# ---- sp_interp_line ----
### config.mk
export PLATFORM = sky130hd
export DESIGN_NAME = sp_interp_line
export DESIGN_NICKNAME = d
export VERILOG_FILES = /design/src/rtl/sp_interp_line.sv
export SDC_FILE = /design/constraint.sdc
export NUM_CORES = 1
export LEC_CHECK = 0
export CORE_MARGIN = 5
export CORE_UTILIZATION = 40
export CTS_BUF_LIST = sky130_fd_sc_hd__clkbuf_8
export DETAILED_ROUTE_END_ITERATION = 8
export GPL_TIMING_DRIVEN = 1
export MAX_ROUTING_LAYER = met4
export PLACE_DENSITY_LB_ADDON = 0.15
export SYNTH_ARGS = -nofsm -noshare
export SYNTH_HDL_FRONTEND = slang
export SYNTH_SLANG_ARGS = --single-unit
### constraint.sdc
create_clock -name clk -period 9.7 [get_ports clk]
set_input_delay 1.94 -clock clk [delete_from_list [all_inputs] [get_ports clk]]
set_output_delay 1.94 -clock clk [all_outputs]
set_load 0.03 [all_outputs]
### src/rtl/sp_interp_line.sv
// sp_interp_line: streaming H.264 6-tap half-pel line interpolator.
// Define SP_INTERP_QPEL_EN to add the quarter-pel output out_qpel_o.
module sp_interp_line #(
  parameter int PIX_W   = 8,
  parameter int MIN_LEN = 6
) (
  input  logic             clk,
  input  logic             rst_n,
  input  logic             in_valid_i,
  output logic             in_ready_o,
  input  logic [PIX_W-1:0] in_data_i,
  input  logic             in_last_i,
  output logic             out_valid_o,
  input  logic             out_ready_i,
  output logic [PIX_W-1:0] out_data_o,
  output logic             out_last_o,
`ifdef SP_INTERP_QPEL_EN
  output logic [PIX_W-1:0] out_qpel_o,
`endif
  output logic             done_o,
  output logic             err_o
);
  localparam int CW = $clog2(MIN_LEN + 1);
  localparam int SW = PIX_W + 7;
  localparam int AW = PIX_W + 1;

  typedef enum logic [1:0] {IDLE, FILL, RUN} state_e;

  state_e                state_q, state_d;
  logic [CW-1:0]         cnt_q, cnt_d;
  logic [5:0][PIX_W-1:0] win_q, win_d;
  logic                  iss_q, iss_d;
  logic                  isl_q, isl_d;
  logic                  err_q, err_d;
  logic                  done_q;
  logic                  s1_v_q, s1_l_q;
  logic [AW-1:0]         s1_a_q, s1_b_q, s1_c_q;
  logic                  out_v_q, out_l_q;
  logic [PIX_W-1:0]      out_d_q;
  logic                  stall, acc;
  logic signed [SW-1:0]  a_s, b_s, c_s;
  logic signed [SW-1:0]  sum_s, sh_s;
  logic [PIX_W-1:0]      h;

  assign stall      = out_v_q && !out_ready_i;
  assign in_ready_o = !stall;
  assign acc        = in_valid_i && !stall;

  always_comb begin
    state_d = state_q;
    cnt_d   = cnt_q;
    win_d   = win_q;
    iss_d   = 1'b0;
    isl_d   = 1'b0;
    err_d   = 1'b0;
    if (acc) begin
      win_d = {in_data_i, win_q[5:1]};
      case (state_q)
        IDLE: begin
          state_d = FILL;
          cnt_d   = CW'(1);
        end
        FILL: begin
          cnt_d = cnt_q + CW'(1);
          if (cnt_q == CW'(MIN_LEN - 1)) begin
            state_d = RUN;
            iss_d   = 1'b1;
          end
        end
        RUN:     iss_d = 1'b1;
        default: state_d = IDLE;
      endcase
      // A short line leaves nothing behind for the next one.
      if (in_last_i) begin
        state_d = IDLE;
        cnt_d   = '0;
        isl_d   = iss_d;
        err_d   = !iss_d;
        if (!iss_d) win_d = '0;
      end
    end
  end

  always_ff @(posedge clk or negedge rst_n) begin
    if (!rst_n) begin
      state_q <= IDLE;
      cnt_q   <= '0;
      win_q   <= '0;
      iss_q   <= 1'b0;
      isl_q   <= 1'b0;
      err_q   <= 1'b0;
      done_q  <= 1'b0;
    end else begin
      state_q <= state_d;
      cnt_q   <= cnt_d;
      win_q   <= win_d;
      err_q   <= err_d;
      done_q  <= out_v_q && out_ready_i && out_l_q;
      if (!stall) begin
        iss_q <= iss_d;
        isl_q <= isl_d;
      end
    end
  end

`ifdef SP_INTERP_QPEL_EN
  logic [PIX_W-1:0] s1_p2_q, out_q_q;
`endif

  always_ff @(posedge clk or negedge rst_n) begin
    if (!rst_n) begin
      s1_v_q <= 1'b0;
      s1_l_q <= 1'b0;
      s1_a_q <= '0;
      s1_b_q <= '0;
      s1_c_q <= '0;
`ifdef SP_INTERP_QPEL_EN
      s1_p2_q <= '0;
`endif
    end else if (!stall) begin
      s1_v_q <= iss_q;
      s1_l_q <= isl_q;
      if (iss_q) begin
        s1_a_q <= AW'(win_q[0]) + AW'(win_q[5]);
        s1_b_q <= AW'(win_q[1]) + AW'(win_q[4]);
        s1_c_q <= AW'(win_q[2]) + AW'(win_q[3]);
`ifdef SP_INTERP_QPEL_EN
        s1_p2_q <= win_q[2];
`endif
      end
    end
  end

  // a - 5b + 20c + 16, built from shifts to keep every term SW wide.
  always_comb begin
    a_s   = $signed(SW'(s1_a_q));
    b_s   = $signed(SW'(s1_b_q));
    c_s   = $signed(SW'(s1_c_q));
    sum_s = a_s - (b_s <<< 2) - b_s
          + (c_s <<< 4) + (c_s <<< 2) + SW'(16);
    sh_s  = sum_s >>> 5;
    if (sh_s[SW-1])             h = '0;
    else if (|sh_s[SW-2:PIX_W]) h = '1;
    else                        h = sh_s[PIX_W-1:0];
  end

  always_ff @(posedge clk or negedge rst_n) begin
    if (!rst_n) begin
      out_v_q <= 1'b0;
      out_l_q <= 1'b0;
      out_d_q <= '0;
`ifdef SP_INTERP_QPEL_EN
      out_q_q <= '0;
`endif
    end else if (!stall) begin
      out_v_q <= s1_v_q;
      out_l_q <= s1_v_q && s1_l_q;
      if (s1_v_q) begin
        out_d_q <= h;
`ifdef SP_INTERP_QPEL_EN
        out_q_q <= PIX_W'((AW'(s1_p2_q) + AW'(h) + AW'(1)) >> 1);
`endif
      end
    end
  end

  assign out_valid_o = out_v_q;
  assign out_data_o  = out_d_q;
  assign out_last_o  = out_l_q;
  assign done_o      = done_q;
  assign err_o       = err_q;
`ifdef SP_INTERP_QPEL_EN
  assign out_qpel_o  = out_q_q;
`endif

endmodule

# ---- ctrl_rst_sequencer_flat ----
`src/rtl/ctrl_rst_sequencer_pkg.sv`:
```
// ctrl_rst_pkg: shared states, control bit indices and status field positions
package ctrl_rst_pkg;
  typedef enum logic [1:0] {IDLE, RST, SETTLE, DONE} state_t;
  localparam int RST_REQ_BIT = 0;
  localparam int HOLD_BIT = 1;
  localparam int CNT_CLR_BIT = 2;
  localparam int ST_BUSY = 0;
  localparam int ST_DSPRST = 1;
  localparam int ST_HOLD = 2;
  localparam int ST_CNT_LSB = 16;
endpackage

```
`src/rtl/ctrl_rst_sequencer_if.sv`:
```
// ctrl_rst_if: software control word in, DSP reset and status out
interface ctrl_rst_if;
  logic [31:0] ctrl_word;
  logic dsp_rst;
  logic seq_busy;
  logic seq_done;
  logic [31:0] status_word;
  modport master (output ctrl_word, input dsp_rst, seq_busy, seq_done, status_word);
  modport slave (input ctrl_word, output dsp_rst, seq_busy, seq_done, status_word);
endinterface

```
`src/rtl/ctrl_rst_sequencer_edge_det.sv`:
```
// ctrl_edge_det: two-stage input register with per-bit rising-edge detect
module ctrl_edge_det #(
  parameter int W = 32
) (
  input  logic         user_clk,
  input  logic         user_rst,
  input  logic [W-1:0] d,
  output logic [W-1:0] q,
  output logic [W-1:0] rise
);
  logic [W-1:0] qq;
  always_ff @(posedge user_clk) begin
    if (user_rst) begin
      q <= '0;
      qq <= '0;
    end else begin
      q <= d;
      qq <= q;
    end
  end
  assign rise = q & ~qq;
endmodule

```
`src/rtl/ctrl_rst_sequencer.sv`:
```
// ctrl_rst_sequencer: timed DSP reset sequence driven by a software control word
module ctrl_rst_sequencer
  import ctrl_rst_pkg::*;
#(
  parameter int RST_LEN = 16,
  parameter int SETTLE_LEN = 64,
  parameter int CNT_W = 16
) (
  input logic     user_clk,
  input logic     user_rst,
  ctrl_rst_if.slave bus
);
  localparam int CW = $clog2((RST_LEN > SETTLE_LEN ? RST_LEN : SETTLE_LEN) + 1);
  state_t state, state_n;
  logic [CW-1:0] cnt, cnt_n;
  logic [CNT_W-1:0] count, count_n;
  logic [31:0] ctrl_q, rise, status_n;
  logic req, hold, clr, last_rst, last_set, unused_bits;
  ctrl_edge_det #(.W(32)) u_edge (
    .user_clk(user_clk),
    .user_rst(user_rst),
    .d(bus.ctrl_word),
    .q(ctrl_q),
    .rise(rise)
  );
  assign unused_bits = ^{ctrl_q, rise};
  assign req = rise[RST_REQ_BIT];
  assign hold = ctrl_q[HOLD_BIT];
  assign clr = rise[CNT_CLR_BIT];
  assign last_rst = cnt == CW'(RST_LEN - 1);
  assign last_set = cnt == CW'(SETTLE_LEN - 1);
  always_comb begin
    state_n = state;
    cnt_n = cnt + 1'b1;
    case (state)
      IDLE:    state_n = (req || hold) ? RST : IDLE;
      RST: begin
        state_n = (!req && !hold && last_rst) ? SETTLE : RST;
        cnt_n = req ? '0 : last_rst ? cnt : cnt + 1'b1;
      end
      SETTLE:  state_n = (req || hold) ? RST : last_set ? DONE : SETTLE;
      default: state_n = (req || hold) ? RST : IDLE;
    endcase
    if (state_n != state) cnt_n = '0;
  end
  always_comb begin
    count_n = clr ? '0 : (state == DONE && count != '1) ? count + 1'b1 : count;
    status_n = '0;
    status_n[ST_BUSY] = state_n == RST || state_n == SETTLE;
    status_n[ST_DSPRST] = state_n == RST;
    status_n[ST_HOLD] = hold;
    status_n[ST_CNT_LSB +: CNT_W] = count_n;
  end
  always_ff @(posedge user_clk) begin
    if (user_rst) begin
      state <= RST;
      cnt <= '0;
      count <= '0;
      bus.dsp_rst <= 1'b1;
      bus.seq_busy <= 1'b1;
      bus.seq_done <= 1'b0;
      bus.status_word <= 32'h3;
    end else begin
      state <= state_n;
      cnt <= cnt_n;
      count <= count_n;
      bus.dsp_rst <= state_n == RST;
      bus.seq_busy <= state_n == RST || state_n == SETTLE;
      bus.seq_done <= state_n == DONE;
      bus.status_word <= status_n;
    end
  end
endmodule

```
`src/flat_wrapper.sv`:
```
// flat-port wrapper written by rule: the top's interface ports become plain ports
module ctrl_rst_sequencer_flat import ctrl_rst_pkg::*;
#(
  parameter int RST_LEN = 16,
  parameter int SETTLE_LEN = 64,
  parameter int CNT_W = 16
)
  (user_clk, user_rst, bus_ctrl_word, bus_dsp_rst, bus_seq_busy, bus_seq_done, bus_status_word);
  ctrl_rst_if bus_i ();
  input logic user_clk;
  input logic user_rst;
  input wire logic [$bits(bus_i.ctrl_word)-1:0] bus_ctrl_word;
  output wire logic [$bits(bus_i.dsp_rst)-1:0] bus_dsp_rst;
  output wire logic [$bits(bus_i.seq_busy)-1:0] bus_seq_busy;
  output wire logic [$bits(bus_i.seq_done)-1:0] bus_seq_done;
  output wire logic [$bits(bus_i.status_word)-1:0] bus_status_word;
  assign bus_i.ctrl_word = bus_ctrl_word;
  assign bus_dsp_rst = bus_i.dsp_rst;
  assign bus_seq_busy = bus_i.seq_busy;
  assign bus_seq_done = bus_i.seq_done;
  assign bus_status_word = bus_i.status_word;
  ctrl_rst_sequencer #(.RST_LEN(RST_LEN), .SETTLE_LEN(SETTLE_LEN), .CNT_W(CNT_W)) u_core (.user_clk(user_clk), .user_rst(user_rst), .bus(bus_i));
endmodule
```
`config.mk`:
```
export PLATFORM = sky130hd
export DESIGN_NAME = ctrl_rst_sequencer_flat
export DESIGN_NICKNAME = d
export VERILOG_FILES = /design/src/rtl/ctrl_rst_sequencer_pkg.sv /design/src/rtl/ctrl_rst_sequencer_if.sv /design/src/rtl/ctrl_rst_sequencer_edge_det.sv /design/src/rtl/ctrl_rst_sequencer.sv /design/src/flat_wrapper.sv
export SDC_FILE = /design/constraint.sdc
export NUM_CORES = 1
export LEC_CHECK = 0
export CORE_ASPECT_RATIO = 1.25
export CORE_MARGIN = 2
export CORE_UTILIZATION = 35
export CTS_BUF_LIST = sky130_fd_sc_hd__clkbuf_8
export CTS_CLUSTER_DIAMETER = 30
export DETAILED_ROUTE_END_ITERATION = 10
export GPL_TIMING_DRIVEN = 0
export PLACE_DENSITY = 0.66
export SLEW_MARGIN = 20
export SYNTH_ARGS = -nofsm -noshare
export SYNTH_HDL_FRONTEND = slang
export SYNTH_HIERARCHICAL = 1
export SYNTH_SLANG_ARGS = --single-unit
export TNS_END_PERCENT = 20
```
`constraint.sdc`:
```
create_clock -name user_clk -period 6.2 [get_ports user_clk]
set_clock_uncertainty 0.2 [all_clocks]
set_input_delay 0.93 -clock user_clk [delete_from_list [all_inputs] [get_ports user_clk]]
set_output_delay 0.93 -clock user_clk [all_outputs]
set_load 0.02 [all_outputs]
```
# ---- uart_arb_flat ----
**src/rtl/uart_arb_if.sv**
```systemverilog
// uart_arb_if: requester/transmitter bundle for the UART arbiter.
// Ports: req_i, data_i, tx_busy_i in; ack_o, gnt_o, tx_byte_o, tx_byte_v_o out.
interface uart_arb_if #(
  parameter int NREQ = 4
);
  logic [NREQ-1:0]   req_i;
  logic [8*NREQ-1:0] data_i;
  logic [NREQ-1:0]   ack_o;
  logic [NREQ-1:0]   gnt_o;
  logic [7:0]        tx_byte_o;
  logic              tx_byte_v_o;
  logic              tx_busy_i;

  modport master (
    output req_i,
    output data_i,
    output tx_busy_i,
    input  ack_o,
    input  gnt_o,
    input  tx_byte_o,
    input  tx_byte_v_o
  );

  modport slave (
    input  req_i,
    input  data_i,
    input  tx_busy_i,
    output ack_o,
    output gnt_o,
    output tx_byte_o,
    output tx_byte_v_o
  );
endinterface

```
**src/rtl/uart_arb.sv**
```systemverilog
// uart_arb: shares one UART transmitter among NREQ byte requesters.
// Ports: clk_i, rst_i (async high), bus (uart_arb_if.slave).
// Build option: UART_ARB_FIXED_PRIO_EN selects fixed priority (index 0 wins).
module uart_arb #(
  parameter int NREQ    = 4,
  parameter int HOLD_TO = 4
) (
  input logic        clk_i,
  input logic        rst_i,
  uart_arb_if.slave  bus
);

  localparam int CW = $clog2(HOLD_TO + 1);
  localparam logic [CW-1:0] HOLD_LAST = CW'(HOLD_TO - 1);

  typedef enum logic [1:0] {
    IDLE,
    ISSUE,
    HOLD,
    DRAIN
  } state_t;

  state_t            r_state;
  logic [NREQ-1:0]   r_gnt;
  logic [NREQ-1:0]   r_ack;
  logic [7:0]        r_byte;
  logic              r_v;
  logic [CW-1:0]     r_cnt;

  logic              w_any;
  logic [NREQ-1:0]   w_win;
  logic [7:0]        w_byte;

  assign w_any = |bus.req_i;

`ifdef UART_ARB_FIXED_PRIO_EN
  // Isolate the lowest set request bit.
  assign w_win = bus.req_i & (~bus.req_i + NREQ'(1));
`else
  // One-hot search pointer; requests at or above it win first,
  // otherwise wrap to the lowest request overall.
  logic [NREQ-1:0] r_ptr;
  logic [NREQ-1:0] w_mask;
  logic [NREQ-1:0] w_hi;
  logic [NREQ-1:0] w_sel;

  assign w_mask = ~(r_ptr - NREQ'(1));
  assign w_hi   = bus.req_i & w_mask;
  assign w_sel  = (|w_hi) ? w_hi : bus.req_i;
  assign w_win  = w_sel & (~w_sel + NREQ'(1));
`endif

  always_comb begin
    w_byte = '0;
    for (int k = 0; k < NREQ; k++) begin
      if (w_win[k]) begin
        w_byte = w_byte | bus.data_i[8*k +: 8];
      end
    end
  end

  always_ff @(posedge clk_i or posedge rst_i) begin
    if (rst_i) begin
      r_state <= IDLE;
      r_gnt   <= '0;
      r_ack   <= '0;
      r_byte  <= '0;
      r_v     <= 1'b0;
      r_cnt   <= '0;
`ifndef UART_ARB_FIXED_PRIO_EN
      r_ptr   <= NREQ'(1);
`endif
    end else begin
      unique case (r_state)
        IDLE: begin
          if (w_any) begin
            r_gnt   <= w_win;
            r_ack   <= w_win;
            r_byte  <= w_byte;
            r_v     <= 1'b1;
            r_state <= ISSUE;
          end
        end
        ISSUE: begin
          r_v     <= 1'b0;
          r_ack   <= '0;
          r_cnt   <= '0;
          r_state <= HOLD;
`ifndef UART_ARB_FIXED_PRIO_EN
          // Next search starts just past the winner.
          r_ptr   <= {r_gnt[NREQ-2:0], r_gnt[NREQ-1]};
`endif
        end
        HOLD: begin
          if (bus.tx_busy_i) begin
            r_state <= DRAIN;
          end else if (r_cnt == HOLD_LAST) begin
            // Transmitter never picked the byte up.
            r_gnt   <= '0;
            r_state <= IDLE;
          end else begin
            r_cnt <= r_cnt + CW'(1);
          end
        end
        DRAIN: begin
          if (!bus.tx_busy_i) begin
            r_gnt   <= '0;
            r_state <= IDLE;
          end
        end
        default: begin
          r_gnt   <= '0;
          r_ack   <= '0;
          r_v     <= 1'b0;
          r_state <= IDLE;
        end
      endcase
    end
  end

  assign bus.ack_o       = r_ack;
  assign bus.gnt_o       = r_gnt;
  assign bus.tx_byte_o   = r_byte;
  assign bus.tx_byte_v_o = r_v;

endmodule

```
**src/flat_wrapper.sv**
```systemverilog
// flat-port wrapper written by rule: the top's interface ports become plain ports
module uart_arb_flat 
#(
  parameter int NREQ    = 4,
  parameter int HOLD_TO = 4
)
  (clk_i, rst_i, bus_req_i, bus_data_i, bus_tx_busy_i, bus_ack_o, bus_gnt_o, bus_tx_byte_o, bus_tx_byte_v_o);
  uart_arb_if #(.NREQ(NREQ)) bus_i ();
  input logic clk_i;
  input logic rst_i;
  input wire logic [$bits(bus_i.req_i)-1:0] bus_req_i;
  input wire logic [$bits(bus_i.data_i)-1:0] bus_data_i;
  input wire logic [$bits(bus_i.tx_busy_i)-1:0] bus_tx_busy_i;
  output wire logic [$bits(bus_i.ack_o)-1:0] bus_ack_o;
  output wire logic [$bits(bus_i.gnt_o)-1:0] bus_gnt_o;
  output wire logic [$bits(bus_i.tx_byte_o)-1:0] bus_tx_byte_o;
  output wire logic [$bits(bus_i.tx_byte_v_o)-1:0] bus_tx_byte_v_o;
  assign bus_i.req_i = bus_req_i;
  assign bus_i.data_i = bus_data_i;
  assign bus_i.tx_busy_i = bus_tx_busy_i;
  assign bus_ack_o = bus_i.ack_o;
  assign bus_gnt_o = bus_i.gnt_o;
  assign bus_tx_byte_o = bus_i.tx_byte_o;
  assign bus_tx_byte_v_o = bus_i.tx_byte_v_o;
  uart_arb #(.NREQ(NREQ), .HOLD_TO(HOLD_TO)) u_core (.clk_i(clk_i), .rst_i(rst_i), .bus(bus_i));
endmodule
```
**config.mk**
```make
export PLATFORM = sky130hd
export DESIGN_NAME = uart_arb_flat
export DESIGN_NICKNAME = d
export VERILOG_FILES = /design/src/rtl/uart_arb_if.sv /design/src/rtl/uart_arb.sv /design/src/flat_wrapper.sv
export SDC_FILE = /design/constraint.sdc
export NUM_CORES = 1
export LEC_CHECK = 0
export CORE_AREA = 2 2 64 66
export CTS_BUF_LIST = sky130_fd_sc_hd__clkbuf_16
export DETAILED_ROUTE_END_ITERATION = 8
export DIE_AREA = 0 0 66 68
export HOLD_SLACK_MARGIN = 0.15
export PLACE_DENSITY_LB_ADDON = 0.08
export SLEW_MARGIN = 20
export SYNTH_ARGS = -nofsm -noshare
export SYNTH_HDL_FRONTEND = slang
export SYNTH_SLANG_ARGS = --single-unit
```
**constraint.sdc**
```tcl
create_clock -name clk_i -period 2.8 [get_ports clk_i]
set_input_delay 0.56 -clock clk_i [delete_from_list [all_inputs] [get_ports clk_i]]
set_output_delay 0.56 -clock clk_i [all_outputs]
set_load 0.01 [all_outputs]
```
**sp_interp_line: the metal 2 layer**

Cells faint in the background.
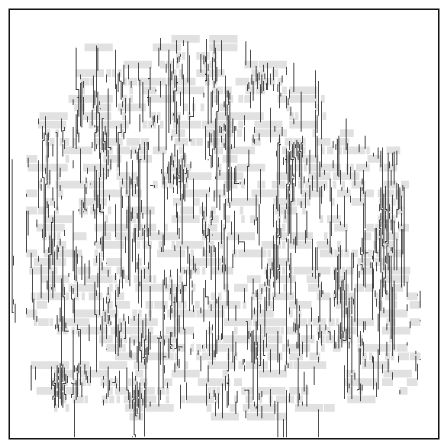
share of all routed wire: 46%
main direction: vertical
longest straight run: 48.4 microns
wire length on this layer: 6,000 microns
nets with wire on the layer: 649

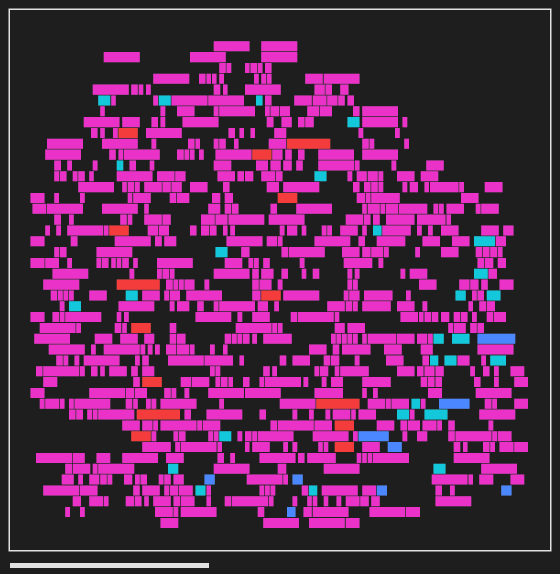
**Above:** sp_interp_line (cell sizes after repair).
Scale bar: 50 microns.
| size | colour | cells | share |
|---|---|---|---|
| drive 2 | cyan | 27 | 3.7% |
| drive 1 or less | magenta | 671 | 93% |
| drive 6 and up | red | 14 | 1.9% |
| drive 3 to 4 | blue | 9 | 1.2% |

==> CHANGELOG.md, sp_interp_line <==
### Implementation results

* Outcome: complete, no violations
* Post-route setup slack at between 4000 and 5000 ps
* Met2 wire len at about 6000 microns
* Top cell family by delay on the critical path: buffers and inverters
* Met3 WL at 331 microns
* M1 wire length at 6530 microns
* Remaining antenna violation count at 0
* Reg with most FFs: win_q
* CP Cell Sequence: clkdlybuf4s50_1 > nor2b_1 > inv_4 > clkdlybuf4s50_1
* Critical path type: in -> out
* CP startpoint kind: primary input
* Xor+xnor area frac at 2.22%
* Global Route Usage Sum at 15.6%
* TritonCTS Sinks at 96
* Top post-synthesis cells by count: nand2_1 (157), dfrtp_1 (96), a21oi_1 (65)
* Fin area at 7000 sq um
* Arrival @ worst endpoint at 3560 ps
* Clock Path Buffers at 2
* Crit path DRT at 7760 ps
* Largest net degree at the start of global routing at 81
* Flip-flops at 96
* WHS at around 480 ps
* Crit-path max cell delay at 630 ps
* DR vias/cell at 5.00
* Signal buffers share of area at 3.86%
* Hpwl dp at 9710 microns
* Count leader, synth: nand2_1
* Synth Flop Type: dfrtp_1
* Fin. Hold Viols at 0
* Clk Tree Root Cell: clkbuf_8
* Met3 Track Usage GR at approximately 2.6%
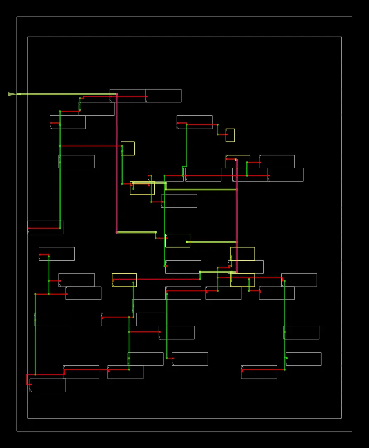
**Above:** ctrl_rst_sequencer_flat (clock routing).
flip-flops: 34
TritonCTS Sinks: 34
clock latency on the worst-skew pair: 290 ps

==> CHANGELOG.md, ctrl_rst_sequencer_flat <==
### Implementation results

* Reg with most FFs: u_core/bus.status_word
* Outcome: complete, no violations
* Signal buffers share of area at 18.1%
* Share of cells above drive strength 1 at 19.3%
* Max reg flops at 19
* Layout clock buffers at 6
* DR pass1 iterations at 4
* Clock Path Buffers at 2
* Met3 WL at 169 microns
* Placed cell count at 298
* M1 wire length at between 1000 and 1500 microns
* Maximum fanout along the worst path at 10
* Mean Syn Cell Area at 9.45 sq um
* Worst Hold Class: reg -> reg
* Hold path depth at 1
* Met2 wire len at about 1700 microns
* Remaining antenna violation count at 0
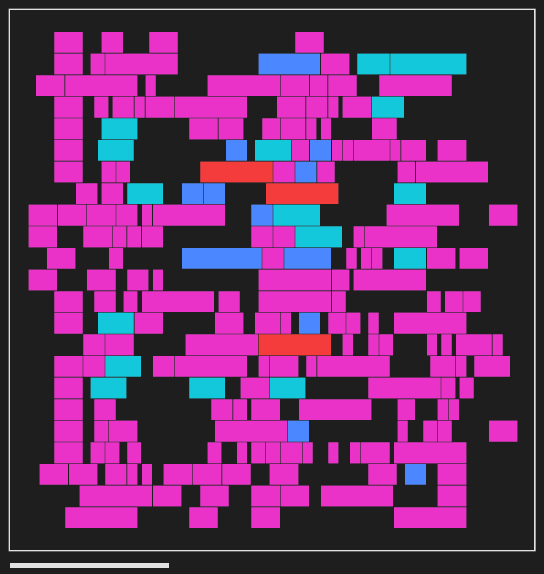
**Above:** uart_arb_flat (cell sizes after repair).
Scale bar: 20 microns.
| size | colour | cells | share |
|---|---|---|---|
| drive 6 and up | red | 3 | 1.4% |
| drive 1 or less | magenta | 181 | 85% |
| drive 3 to 4 | blue | 12 | 5.7% |
| drive 2 | cyan | 16 | 7.5% |

==> CHANGELOG.md, uart_arb_flat <==
### Implementation results

* Outcome: complete, no violations
* Tool warning count at 26
* Cell area after synthesis at 1550 sq um
* Hold path depth at 2
* CTS tree: built
* Crit path to: u_core.bus.gnt_o[2]$_DFFE_PP0P_
* Worst Hold Class: reg -> reg
* Met3 Track Usage GR at 1.81%
* Hpwl dp at roughly 3300 microns
* Number of cells in Yosys stat at 152
* CP startpoint kind: flip-flop
* Aoi share at 31.9%
* Layout clock buffers at 3
* DRT Wirelength at 4230 microns
* Count of cell types in the netlist at 38
* Max reg flops at 8
* Fin. Hold Viols at 0
* Flop share of the area at between 20 and 30%
* Ys async rst share at 100%
* Mux frac, synth at under 10%
* Largest net degree at the start of global routing at 27

==> layout pictures side by side <==
Routed metal, one colour a layer.
Only two layers are drawn.
panel A
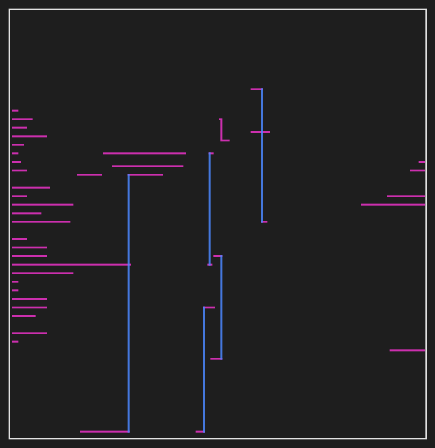
panel B
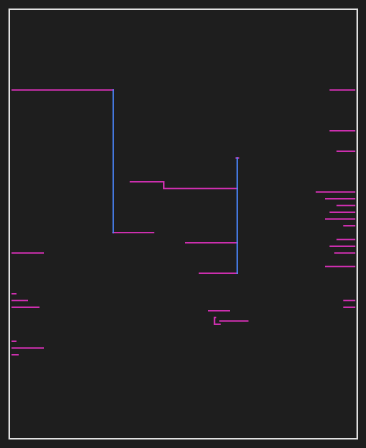
panel C
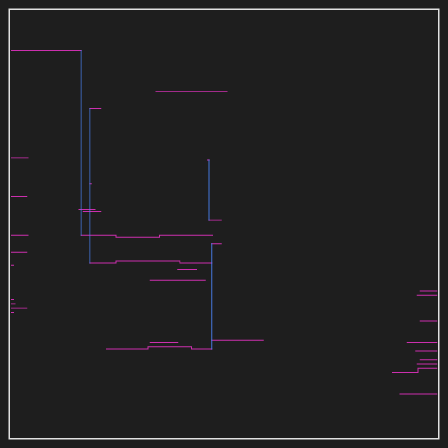
Panel B comes from ctrl_rst_sequencer_flat.
Panel C comes from sp_interp_line.
Panel A comes from uart_arb_flat.
Of these, most wire: panel C
Of these, least wire: panel B

Key to panel A:
| layer | colour | wire length |
|---|---|---|
| met4 | blue | 116 microns |
| met3 | magenta | 189 microns |


# ---- spi_mem_master_flat ----
===== src/rtl/spi_mem_pkg.sv =====
// Shared constants, FSM encoding and frame helper for the SPI memory master.
package spi_mem_pkg;

    localparam int FRAME_BITS   = 11;
    localparam int PAYLOAD_BITS = 8;

    localparam logic [1:0] CMD_WR_ADDR = 2'b00;
    localparam logic [1:0] CMD_WR_DATA = 2'b01;
    localparam logic [1:0] CMD_RD_ADDR = 2'b10;
    localparam logic [1:0] CMD_RD_DATA = 2'b11;

    typedef enum logic [2:0] {
        ST_IDLE     = 3'd0,
        ST_SHIFT    = 3'd1,
        ST_RX_WAIT  = 3'd2,
        ST_RX_SHIFT = 3'd3,
        ST_GAP      = 3'd4
    } state_e;

    function automatic logic [PAYLOAD_BITS+1:0] frame_word(input logic [1:0]              cmd,
                                                           input logic [PAYLOAD_BITS-1:0] payload);
        return {cmd, payload};
    endfunction

endpackage


===== src/rtl/spi_mem_master_if.sv =====
// Host request/response and SPI pin bundle for spi_mem_master.
interface spi_mem_master_if
    import spi_mem_pkg::*;
#(
    parameter int ADDR_SIZE = 8
);
    logic                    req_valid;
    logic                    req_ready;
    logic                    req_wr;
    logic [ADDR_SIZE-1:0]    req_addr;
    logic [PAYLOAD_BITS-1:0] req_wdata;
    logic                    rsp_valid;
    logic [PAYLOAD_BITS-1:0] rsp_rdata;
    logic                    busy;
    logic                    ss_n;
    logic                    mosi;
    logic                    miso;

    modport master (
        input  req_valid, req_wr, req_addr, req_wdata, miso,
        output req_ready, rsp_valid, rsp_rdata, busy, ss_n, mosi
    );

    modport slave (
        output req_valid, req_wr, req_addr, req_wdata, miso,
        input  req_ready, rsp_valid, rsp_rdata, busy, ss_n, mosi
    );
endinterface


===== src/rtl/spi_frame_shifter.sv =====
// MOSI serialiser, MISO deserialiser and shared down-counting bit counter.
module spi_frame_shifter
    import spi_mem_pkg::*;
(
    input  logic                    clk,
    input  logic                    rst,
    input  logic                    tx_load,
    input  logic [PAYLOAD_BITS+1:0] tx_word,
    input  logic                    tx_en,
    input  logic                    rx_load,
    input  logic                    rx_en,
    input  logic                    miso,
    output logic                    mosi,
    output logic                    done,
    output logic [PAYLOAD_BITS-1:0] rx_byte_next
);
    logic [PAYLOAD_BITS+1:0] tx_sh_q, tx_sh_d;
    logic [PAYLOAD_BITS-1:0] rx_sh_q, rx_sh_d;
    logic [3:0]              bit_cnt_q, bit_cnt_d;
    logic                    mosi_q, mosi_d;

    assign done         = (bit_cnt_q == 4'd0);
    assign rx_byte_next = {rx_sh_q[PAYLOAD_BITS-2:0], miso};
    assign mosi         = mosi_q;

    // cmd[1] is presented on the load edge and again after the first shift,
    // which gives the leading select bit ahead of the 10-bit word.
    always_comb begin
        tx_sh_d   = tx_sh_q;
        rx_sh_d   = rx_sh_q;
        bit_cnt_d = bit_cnt_q;
        mosi_d    = 1'b0;
        if (tx_load) begin
            tx_sh_d   = tx_word;
            bit_cnt_d = 4'(FRAME_BITS - 1);
            mosi_d    = tx_word[PAYLOAD_BITS+1];
        end else if (tx_en && !done) begin
            mosi_d    = tx_sh_q[PAYLOAD_BITS+1];
            tx_sh_d   = {tx_sh_q[PAYLOAD_BITS:0], 1'b0};
            bit_cnt_d = bit_cnt_q - 4'd1;
        end
        if (rx_load) begin
            bit_cnt_d = 4'(PAYLOAD_BITS - 1);
        end else if (rx_en) begin
            rx_sh_d = rx_byte_next;
            if (!done) begin
                bit_cnt_d = bit_cnt_q - 4'd1;
            end
        end
    end

    always_ff @(posedge clk) begin
        if (rst) begin
            tx_sh_q   <= '0;
            rx_sh_q   <= '0;
            bit_cnt_q <= '0;
            mosi_q    <= 1'b0;
        end else begin
            tx_sh_q   <= tx_sh_d;
            rx_sh_q   <= rx_sh_d;
            bit_cnt_q <= bit_cnt_d;
            mosi_q    <= mosi_d;
        end
    end
endmodule


===== src/rtl/spi_mem_master.sv =====
// Turns one host request into the two-frame SPI command sequence of the RAM slave.
//   state       | meaning
//   ST_IDLE     | waiting for a request; the accepting cycle loads frame A
//   ST_SHIFT    | ss_n low, 11 MOSI cycles of cmd + payload
//   ST_RX_WAIT  | ss_n low, RD_GAP cycles of slave turnaround
//   ST_RX_SHIFT | ss_n low, 8 MISO samples
//   ST_GAP      | ss_n high, GAP_CYCLES cycles; the last one loads frame B
module spi_mem_master
    import spi_mem_pkg::*;
#(
    parameter int ADDR_SIZE  = 8,
    parameter int RD_GAP     = 1,
    parameter int GAP_CYCLES = 3
)(
    input  logic             clk,
    input  logic             rst,
    spi_mem_master_if.master bus
);
    localparam int GAP_MAX = (GAP_CYCLES > RD_GAP) ? GAP_CYCLES : RD_GAP;
    localparam int GW      = (GAP_MAX < 2) ? 1 : $clog2(GAP_MAX);
    localparam logic [GW-1:0] GAP_LD    = GW'(GAP_CYCLES - 1);
    localparam logic [GW-1:0] RD_GAP_LD = (RD_GAP > 0) ? GW'(RD_GAP - 1) : '0;

    state_e                  state_q, state_d;
    logic                    frame_b_q, frame_b_d;
    logic                    wr_q, wr_d;
    logic [ADDR_SIZE-1:0]    addr_q, addr_d;
    logic [PAYLOAD_BITS-1:0] wdata_q, wdata_d;
    logic [GW-1:0]           gap_cnt_q, gap_cnt_d;
    logic                    rsp_valid_q, rsp_valid_d;
    logic [PAYLOAD_BITS-1:0] rsp_rdata_q, rsp_rdata_d;
    logic                    ss_n_q, ss_n_d;
    logic                    req_ready_q, req_ready_d;
    logic                    busy_q, busy_d;

    logic                    tx_load, tx_en, rx_load, rx_en, sh_done, mosi;
    logic [PAYLOAD_BITS+1:0] tx_word;
    logic [PAYLOAD_BITS-1:0] rx_byte_next;

    always_comb begin
        state_d     = state_q;
        frame_b_d   = frame_b_q;
        wr_d        = wr_q;
        addr_d      = addr_q;
        wdata_d     = wdata_q;
        gap_cnt_d   = gap_cnt_q;
        rsp_valid_d = 1'b0;
        rsp_rdata_d = rsp_rdata_q;
        unique case (state_q)
            ST_IDLE: begin
                if (bus.req_valid && req_ready_q) begin
                    wr_d      = bus.req_wr;
                    addr_d    = bus.req_addr;
                    wdata_d   = bus.req_wdata;
                    frame_b_d = 1'b0;
                    state_d   = ST_SHIFT;
                end
            end
            ST_SHIFT: begin
                if (sh_done) begin
                    if (frame_b_q && !wr_q) begin
                        if (RD_GAP == 0) begin
                            state_d = ST_RX_SHIFT;
                        end else begin
                            state_d   = ST_RX_WAIT;
                            gap_cnt_d = RD_GAP_LD;
                        end
                    end else begin
                        state_d   = ST_GAP;
                        gap_cnt_d = GAP_LD;
                    end
                end
            end
            ST_RX_WAIT: begin
                if (gap_cnt_q == '0) begin
                    state_d = ST_RX_SHIFT;
                end else begin
                    gap_cnt_d = gap_cnt_q - 1'b1;
                end
            end
            ST_RX_SHIFT: begin
                if (sh_done) begin
                    state_d     = ST_GAP;
                    gap_cnt_d   = GAP_LD;
                    rsp_valid_d = 1'b1;
                    rsp_rdata_d = rx_byte_next;
                end
            end
            ST_GAP: begin
                if (gap_cnt_q == '0) begin
                    if (!frame_b_q) begin
                        frame_b_d = 1'b1;
                        state_d   = ST_SHIFT;
                    end else begin
                        state_d = ST_IDLE;
                    end
                end else begin
                    gap_cnt_d = gap_cnt_q - 1'b1;
                end
            end
            default: state_d = ST_IDLE;
        endcase

        // Word for whichever frame starts next, built from next-cycle context.
        if (frame_b_d) begin
            tx_word = wr_d ? frame_word(CMD_WR_DATA, wdata_d) : frame_word(CMD_RD_DATA, '0);
        end else begin
            tx_word = wr_d ? frame_word(CMD_WR_ADDR, addr_d) : frame_word(CMD_RD_ADDR, addr_d);
        end

        tx_load     = (state_d == ST_SHIFT) && (state_q != ST_SHIFT);
        rx_load     = (state_d == ST_RX_SHIFT) && (state_q != ST_RX_SHIFT);
        tx_en       = (state_q == ST_SHIFT);
        rx_en       = (state_q == ST_RX_SHIFT);
        ss_n_d      = !((state_d == ST_SHIFT) || (state_d == ST_RX_WAIT) || (state_d == ST_RX_SHIFT));
        req_ready_d = (state_d == ST_IDLE);
        busy_d      = (state_d != ST_IDLE);
    end

    always_ff @(posedge clk) begin
        if (rst) begin
            state_q     <= ST_IDLE;
            frame_b_q   <= 1'b0;
            wr_q        <= 1'b0;
            addr_q      <= '0;
            wdata_q     <= '0;
            gap_cnt_q   <= '0;
            rsp_valid_q <= 1'b0;
            rsp_rdata_q <= '0;
            ss_n_q      <= 1'b1;
            req_ready_q <= 1'b0;
            busy_q      <= 1'b0;
        end else begin
            state_q     <= state_d;
            frame_b_q   <= frame_b_d;
            wr_q        <= wr_d;
            addr_q      <= addr_d;
            wdata_q     <= wdata_d;
            gap_cnt_q   <= gap_cnt_d;
            rsp_valid_q <= rsp_valid_d;
            rsp_rdata_q <= rsp_rdata_d;
            ss_n_q      <= ss_n_d;
            req_ready_q <= req_ready_d;
            busy_q      <= busy_d;
        end
    end

    spi_frame_shifter u_shifter (
        .clk          (clk),
        .rst          (rst),
        .tx_load      (tx_load),
        .tx_word      (tx_word),
        .tx_en        (tx_en),
        .rx_load      (rx_load),
        .rx_en        (rx_en),
        .miso         (bus.miso),
        .mosi         (mosi),
        .done         (sh_done),
        .rx_byte_next (rx_byte_next)
    );

    assign bus.req_ready = req_ready_q;
    assign bus.rsp_valid = rsp_valid_q;
    assign bus.rsp_rdata = rsp_rdata_q;
    assign bus.busy      = busy_q;
    assign bus.ss_n      = ss_n_q;
    assign bus.mosi      = mosi;
endmodule


===== src/flat_wrapper.sv =====
// flat-port wrapper written by rule: the top's interface ports become plain ports
module spi_mem_master_flat import spi_mem_pkg::*;
#(
    parameter int ADDR_SIZE  = 8,
    parameter int RD_GAP     = 1,
    parameter int GAP_CYCLES = 3
)
  (clk, rst, bus_req_valid, bus_req_wr, bus_req_addr, bus_req_wdata, bus_miso, bus_req_ready, bus_rsp_valid, bus_rsp_rdata, bus_busy, bus_ss_n, bus_mosi);
  spi_mem_master_if #(.ADDR_SIZE(ADDR_SIZE)) bus_i ();
  input  logic clk;
  input  logic rst;
  input wire logic [$bits(bus_i.req_valid)-1:0] bus_req_valid;
  input wire logic [$bits(bus_i.req_wr)-1:0] bus_req_wr;
  input wire logic [$bits(bus_i.req_addr)-1:0] bus_req_addr;
  input wire logic [$bits(bus_i.req_wdata)-1:0] bus_req_wdata;
  input wire logic [$bits(bus_i.miso)-1:0] bus_miso;
  output wire logic [$bits(bus_i.req_ready)-1:0] bus_req_ready;
  output wire logic [$bits(bus_i.rsp_valid)-1:0] bus_rsp_valid;
  output wire logic [$bits(bus_i.rsp_rdata)-1:0] bus_rsp_rdata;
  output wire logic [$bits(bus_i.busy)-1:0] bus_busy;
  output wire logic [$bits(bus_i.ss_n)-1:0] bus_ss_n;
  output wire logic [$bits(bus_i.mosi)-1:0] bus_mosi;
  assign bus_i.req_valid = bus_req_valid;
  assign bus_i.req_wr = bus_req_wr;
  assign bus_i.req_addr = bus_req_addr;
  assign bus_i.req_wdata = bus_req_wdata;
  assign bus_i.miso = bus_miso;
  assign bus_req_ready = bus_i.req_ready;
  assign bus_rsp_valid = bus_i.rsp_valid;
  assign bus_rsp_rdata = bus_i.rsp_rdata;
  assign bus_busy = bus_i.busy;
  assign bus_ss_n = bus_i.ss_n;
  assign bus_mosi = bus_i.mosi;
  spi_mem_master #(.ADDR_SIZE(ADDR_SIZE), .RD_GAP(RD_GAP), .GAP_CYCLES(GAP_CYCLES)) u_core (.clk(clk), .rst(rst), .bus(bus_i));
endmodule

===== config.mk =====
export PLATFORM = sky130hd
export DESIGN_NAME = spi_mem_master_flat
export DESIGN_NICKNAME = d
export VERILOG_FILES = /design/src/rtl/spi_mem_pkg.sv /design/src/rtl/spi_mem_master_if.sv /design/src/rtl/spi_frame_shifter.sv /design/src/rtl/spi_mem_master.sv /design/src/flat_wrapper.sv
export SDC_FILE = /design/constraint.sdc
export NUM_CORES = 1
export LEC_CHECK = 0
export CORE_ASPECT_RATIO = 0.8
export CORE_MARGIN = 10
export CORE_UTILIZATION = 55
export CTS_CLUSTER_DIAMETER = 40
export DETAILED_ROUTE_END_ITERATION = 12
export GPL_TIMING_DRIVEN = 0
export HOLD_SLACK_MARGIN = 0.15
export PLACE_DENSITY = 0.89
export SLEW_MARGIN = 40
export SYNTH_ARGS = -nofsm -noshare
export SYNTH_HDL_FRONTEND = slang
export SYNTH_SLANG_ARGS = --single-unit

===== constraint.sdc =====
create_clock -name clk -period 5 [get_ports clk]
set_input_delay 0.5 -clock clk [delete_from_list [all_inputs] [get_ports clk]]
set_output_delay 0.5 -clock clk [all_outputs]
set_load 0.03 [all_outputs]

# ---- rr_arb8 ----
File: src/rtl/rr_arb8.sv
// Round-robin scheduler for an 8:1 word mux: registered one-hot grant and select, valid/ready beat handshake.
// Optional macro RR_ARB8_BURST_EN lets a requester keep the grant for up to MAX_BURST beats.
module rr_arb8 #(
   parameter int MAX_BURST = 4
) (
   input  logic       clk,
   input  logic       rst,
   input  logic [7:0] req,
   output logic [7:0] gnt,
   output logic [2:0] sel,
   output logic       out_valid,
   input  logic       out_ready,
   output logic       busy,
   output logic [2:0] last_winner
);

   localparam logic [0:0] IDLE  = 1'b0;
   localparam logic [0:0] GRANT = 1'b1;

   if (MAX_BURST < 1 || MAX_BURST > 15) begin : g_bad_burst
      $error("rr_arb8: MAX_BURST must be in 1..15");
   end

   logic [0:0] state;
   logic [2:0] ptr;
   logic [2:0] next_base;
   logic [3:0] win;
   logic       accept;
   logic       withdraw;
   logic       keep_burst;
   logic       rearb;

   // Returns {found, index} of the first set bit at or after base, wrapping 7 -> 0.
   function automatic logic [3:0] pick(input logic [7:0] r, input logic [2:0] base);
      logic [3:0] res;
      logic [2:0] idx;
      res = 4'b0;
      for (int k = 7; k >= 0; k--) begin
         idx = base + 3'(k);
         if (r[idx]) res = {1'b1, idx};
      end
      return res;
   endfunction

`ifdef RR_ARB8_BURST_EN
   logic [3:0] burst_cnt;
`endif

   always_comb begin
      accept     = (state == GRANT) && out_valid && out_ready;
      withdraw   = (state == GRANT) && !out_ready && !req[sel];
      next_base  = (state == GRANT) ? sel + 3'd1 : ptr;
      win        = pick(req, next_base);
`ifdef RR_ARB8_BURST_EN
      keep_burst = accept && req[sel] && (burst_cnt < 4'(MAX_BURST));
`else
      keep_burst = 1'b0;
`endif
      rearb      = (state == IDLE) || ((accept || withdraw) && !keep_burst);
   end

   // A retired or withdrawn grant moves the pointer past itself and re-arbitrates in the same edge.
   always_ff @(posedge clk) begin
      if (rst) begin
         state       <= IDLE;
         gnt         <= 8'h00;
         sel         <= 3'd0;
         out_valid   <= 1'b0;
         ptr         <= 3'd0;
         last_winner <= 3'd7;
`ifdef RR_ARB8_BURST_EN
         burst_cnt   <= 4'd1;
`endif
      end else begin
         if (accept) last_winner <= sel;
         if ((state == GRANT) && rearb) ptr <= next_base;
         if (rearb) begin
            if (win[3]) begin
               state     <= GRANT;
               gnt       <= 8'b1 << win[2:0];
               sel       <= win[2:0];
               out_valid <= 1'b1;
`ifdef RR_ARB8_BURST_EN
               burst_cnt <= 4'd1;
`endif
            end else begin
               state     <= IDLE;
               gnt       <= 8'h00;
               out_valid <= 1'b0;
            end
         end
`ifdef RR_ARB8_BURST_EN
         else if (keep_burst) begin
            burst_cnt <= burst_cnt + 4'd1;
         end
`endif
      end
   end

   assign busy = (state == GRANT);

endmodule
File: config.mk
export PLATFORM = sky130hd
export DESIGN_NAME = rr_arb8
export DESIGN_NICKNAME = d
export VERILOG_FILES = /design/src/rtl/rr_arb8.sv
export SDC_FILE = /design/constraint.sdc
export NUM_CORES = 1
export LEC_CHECK = 0
export CORE_UTILIZATION = 60
export CTS_CLUSTER_DIAMETER = 100
export DETAILED_ROUTE_END_ITERATION = 10
export PLACE_DENSITY = 0.86
export SYNTH_ARGS = -nofsm -noshare
export SYNTH_HDL_FRONTEND = slang
export SYNTH_SLANG_ARGS = --single-unit
File: constraint.sdc
create_clock -name clk -period 6.4 [get_ports clk]
set_input_delay 0.64 -clock clk [delete_from_list [all_inputs] [get_ports clk]]
set_output_delay 0.64 -clock clk [all_outputs]
set_load 0.01 [all_outputs]
**spi_mem_master_flat: cell sizes after repair**

Scale bar: 20 microns.
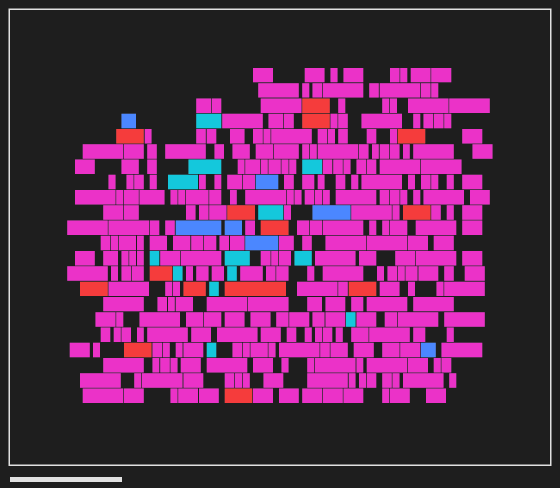
| size | colour | cells | share |
|---|---|---|---|
| drive 2 | cyan | 13 | 3.8% |
| drive 6 and up | red | 14 | 4.1% |
| drive 1 or less | magenta | 309 | 90% |
| drive 3 to 4 | blue | 7 | 2.0% |

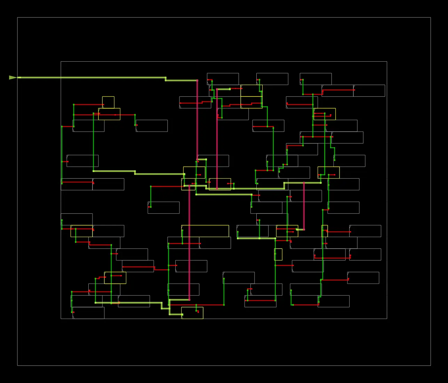
**Above:** spi_mem_master_flat (clock routing).
skew final: 7.00 ps
Layout clock buffers: 12

==> CHANGELOG.md, spi_mem_master_flat <==
### Implementation results

* Crit path to: u_core.u_shifter.tx_sh_q[3]$_SDFFE_PP0P_
* Fin Setup TNS at 0 ps
* Post-Place Worst Slack at about 2400 ps
* Yosys simple share at 26.7%
* Switching share of power at a little over a third
* Crit-path max cell delay at 510 ps
* Core Rows at 22
* Clock share of power at between 20 and 30%
* Met2 wire len at 3170 microns
* Number of remaining DRC errors at 0
* Hpwl dp at ~4800 microns
* Slew margin rel. at 61.2%
* Synth area leader: dfxtp_1
* Final Wtd Congestion at 0.868
* Hold path depth at 2
* Switching power at 523 uW
* Outcome: complete, no violations
* Area after DPL at between 2000 and 3000 sq um
* Area Growth Syn to Fin at 24.1%
* Util after Layout at 69.8%
* Vias at between 2,000 and 2,500
* Leading power group: registers
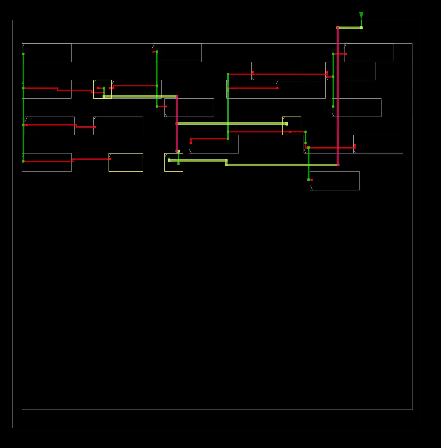
**Above:** rr_arb8 (clock routing).
flip-flops: 18
clock latency on the worst-skew pair: 300 ps
skew final: 6.32 ps

==> CHANGELOG.md, rr_arb8 <==
### Implementation results

* Core Util at FP at 65.4%
* Yosys simple share at 22.9%
* Core Box Area at 3150 sq um
* CP Cell Sequence: nand2_1 > nand2_4 > inv_2 > ha_1 > xnor2_2 > mux2i_1 > a211oi_1 > a211oi_1 > a21oi_1 > a31o_2 > a32o_1
* M1 GR Usage at 49.9%
* IO buf count at 26
* Congestion Overflow GR at 0
* Count of cell types in the netlist at 68
* Largest family of logic cells by area: AND-OR/OR-AND gates
* Max reg flops at 8
* CP startpoint kind: flip-flop
* WHS at 468 ps
* Synth flops at 18
* GRT Max-Usage Layer: met2
* P_leak at 0.845 nW
* Fin Setup TNS at 0 ps
* Layout clock buffers at 4
* Violation tally from detailed-route iteration zero at 264
* Remaining antenna violation count at 0
* Int Pwr at 512 uW
* Crit-path most repeated cell: a211oi_1
* Maxcap violations at 0
* Power Density at 441 nW/um^2
* Crit-path max cell delay at 830 ps
* Outcome: complete, no violations
* Area Growth Syn to Fin at 12.1%
* Non-clk bufs at 26
* Maximum fanout along the worst path at 20
* Final Wtd Congestion at 0.995
* Core Rows at 20
* Flop share of the area at 15.6%
* ClkCell Share at under 10%
* Fin cells at 313
* Fin area at 2310 sq um
* Comb power frac at 75.9%
* Hold path depth at 1
* RSZ-0062 raised after global routing: no
* Hold Path Sink: last_winner[1]$_SDFFE_PP1P_
* M1 wire length at 2480 microns
* First-pass GRT wire length at 9340 microns
* Slowest cell on the critical path: dfxtp_1
* Clock Path Buffers at 2
* Fin. Hold Viols at 0
* Die X at 60.6 microns


==> layout pictures side by side <==
M1 wires.
picture 1
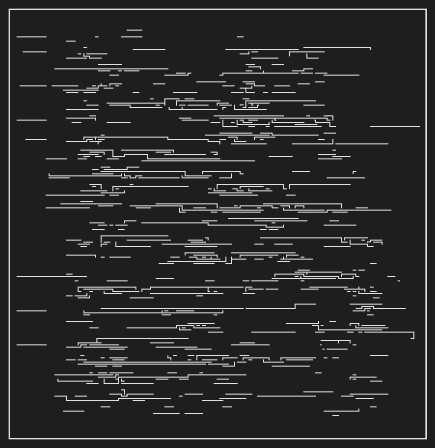
picture 2
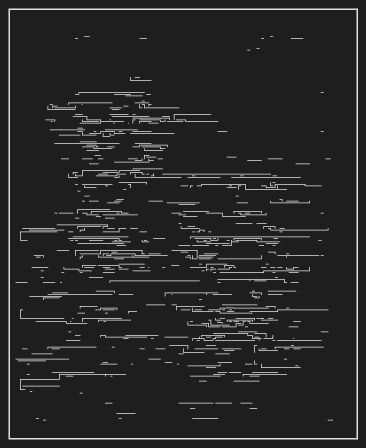
picture 3
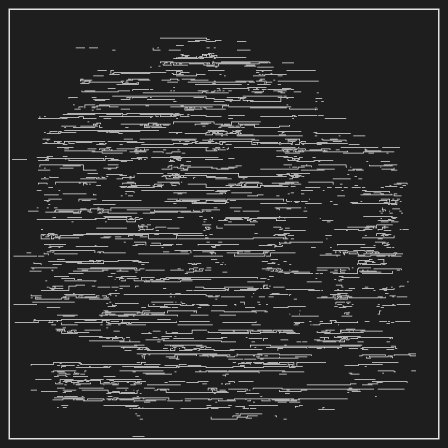
| picture | from |
|---|---|
| picture 3 | sp_interp_line |
| picture 1 | uart_arb_flat |
| picture 2 | ctrl_rst_sequencer_flat |

No activity file was given, so power comes from the tool's default toggle rates.
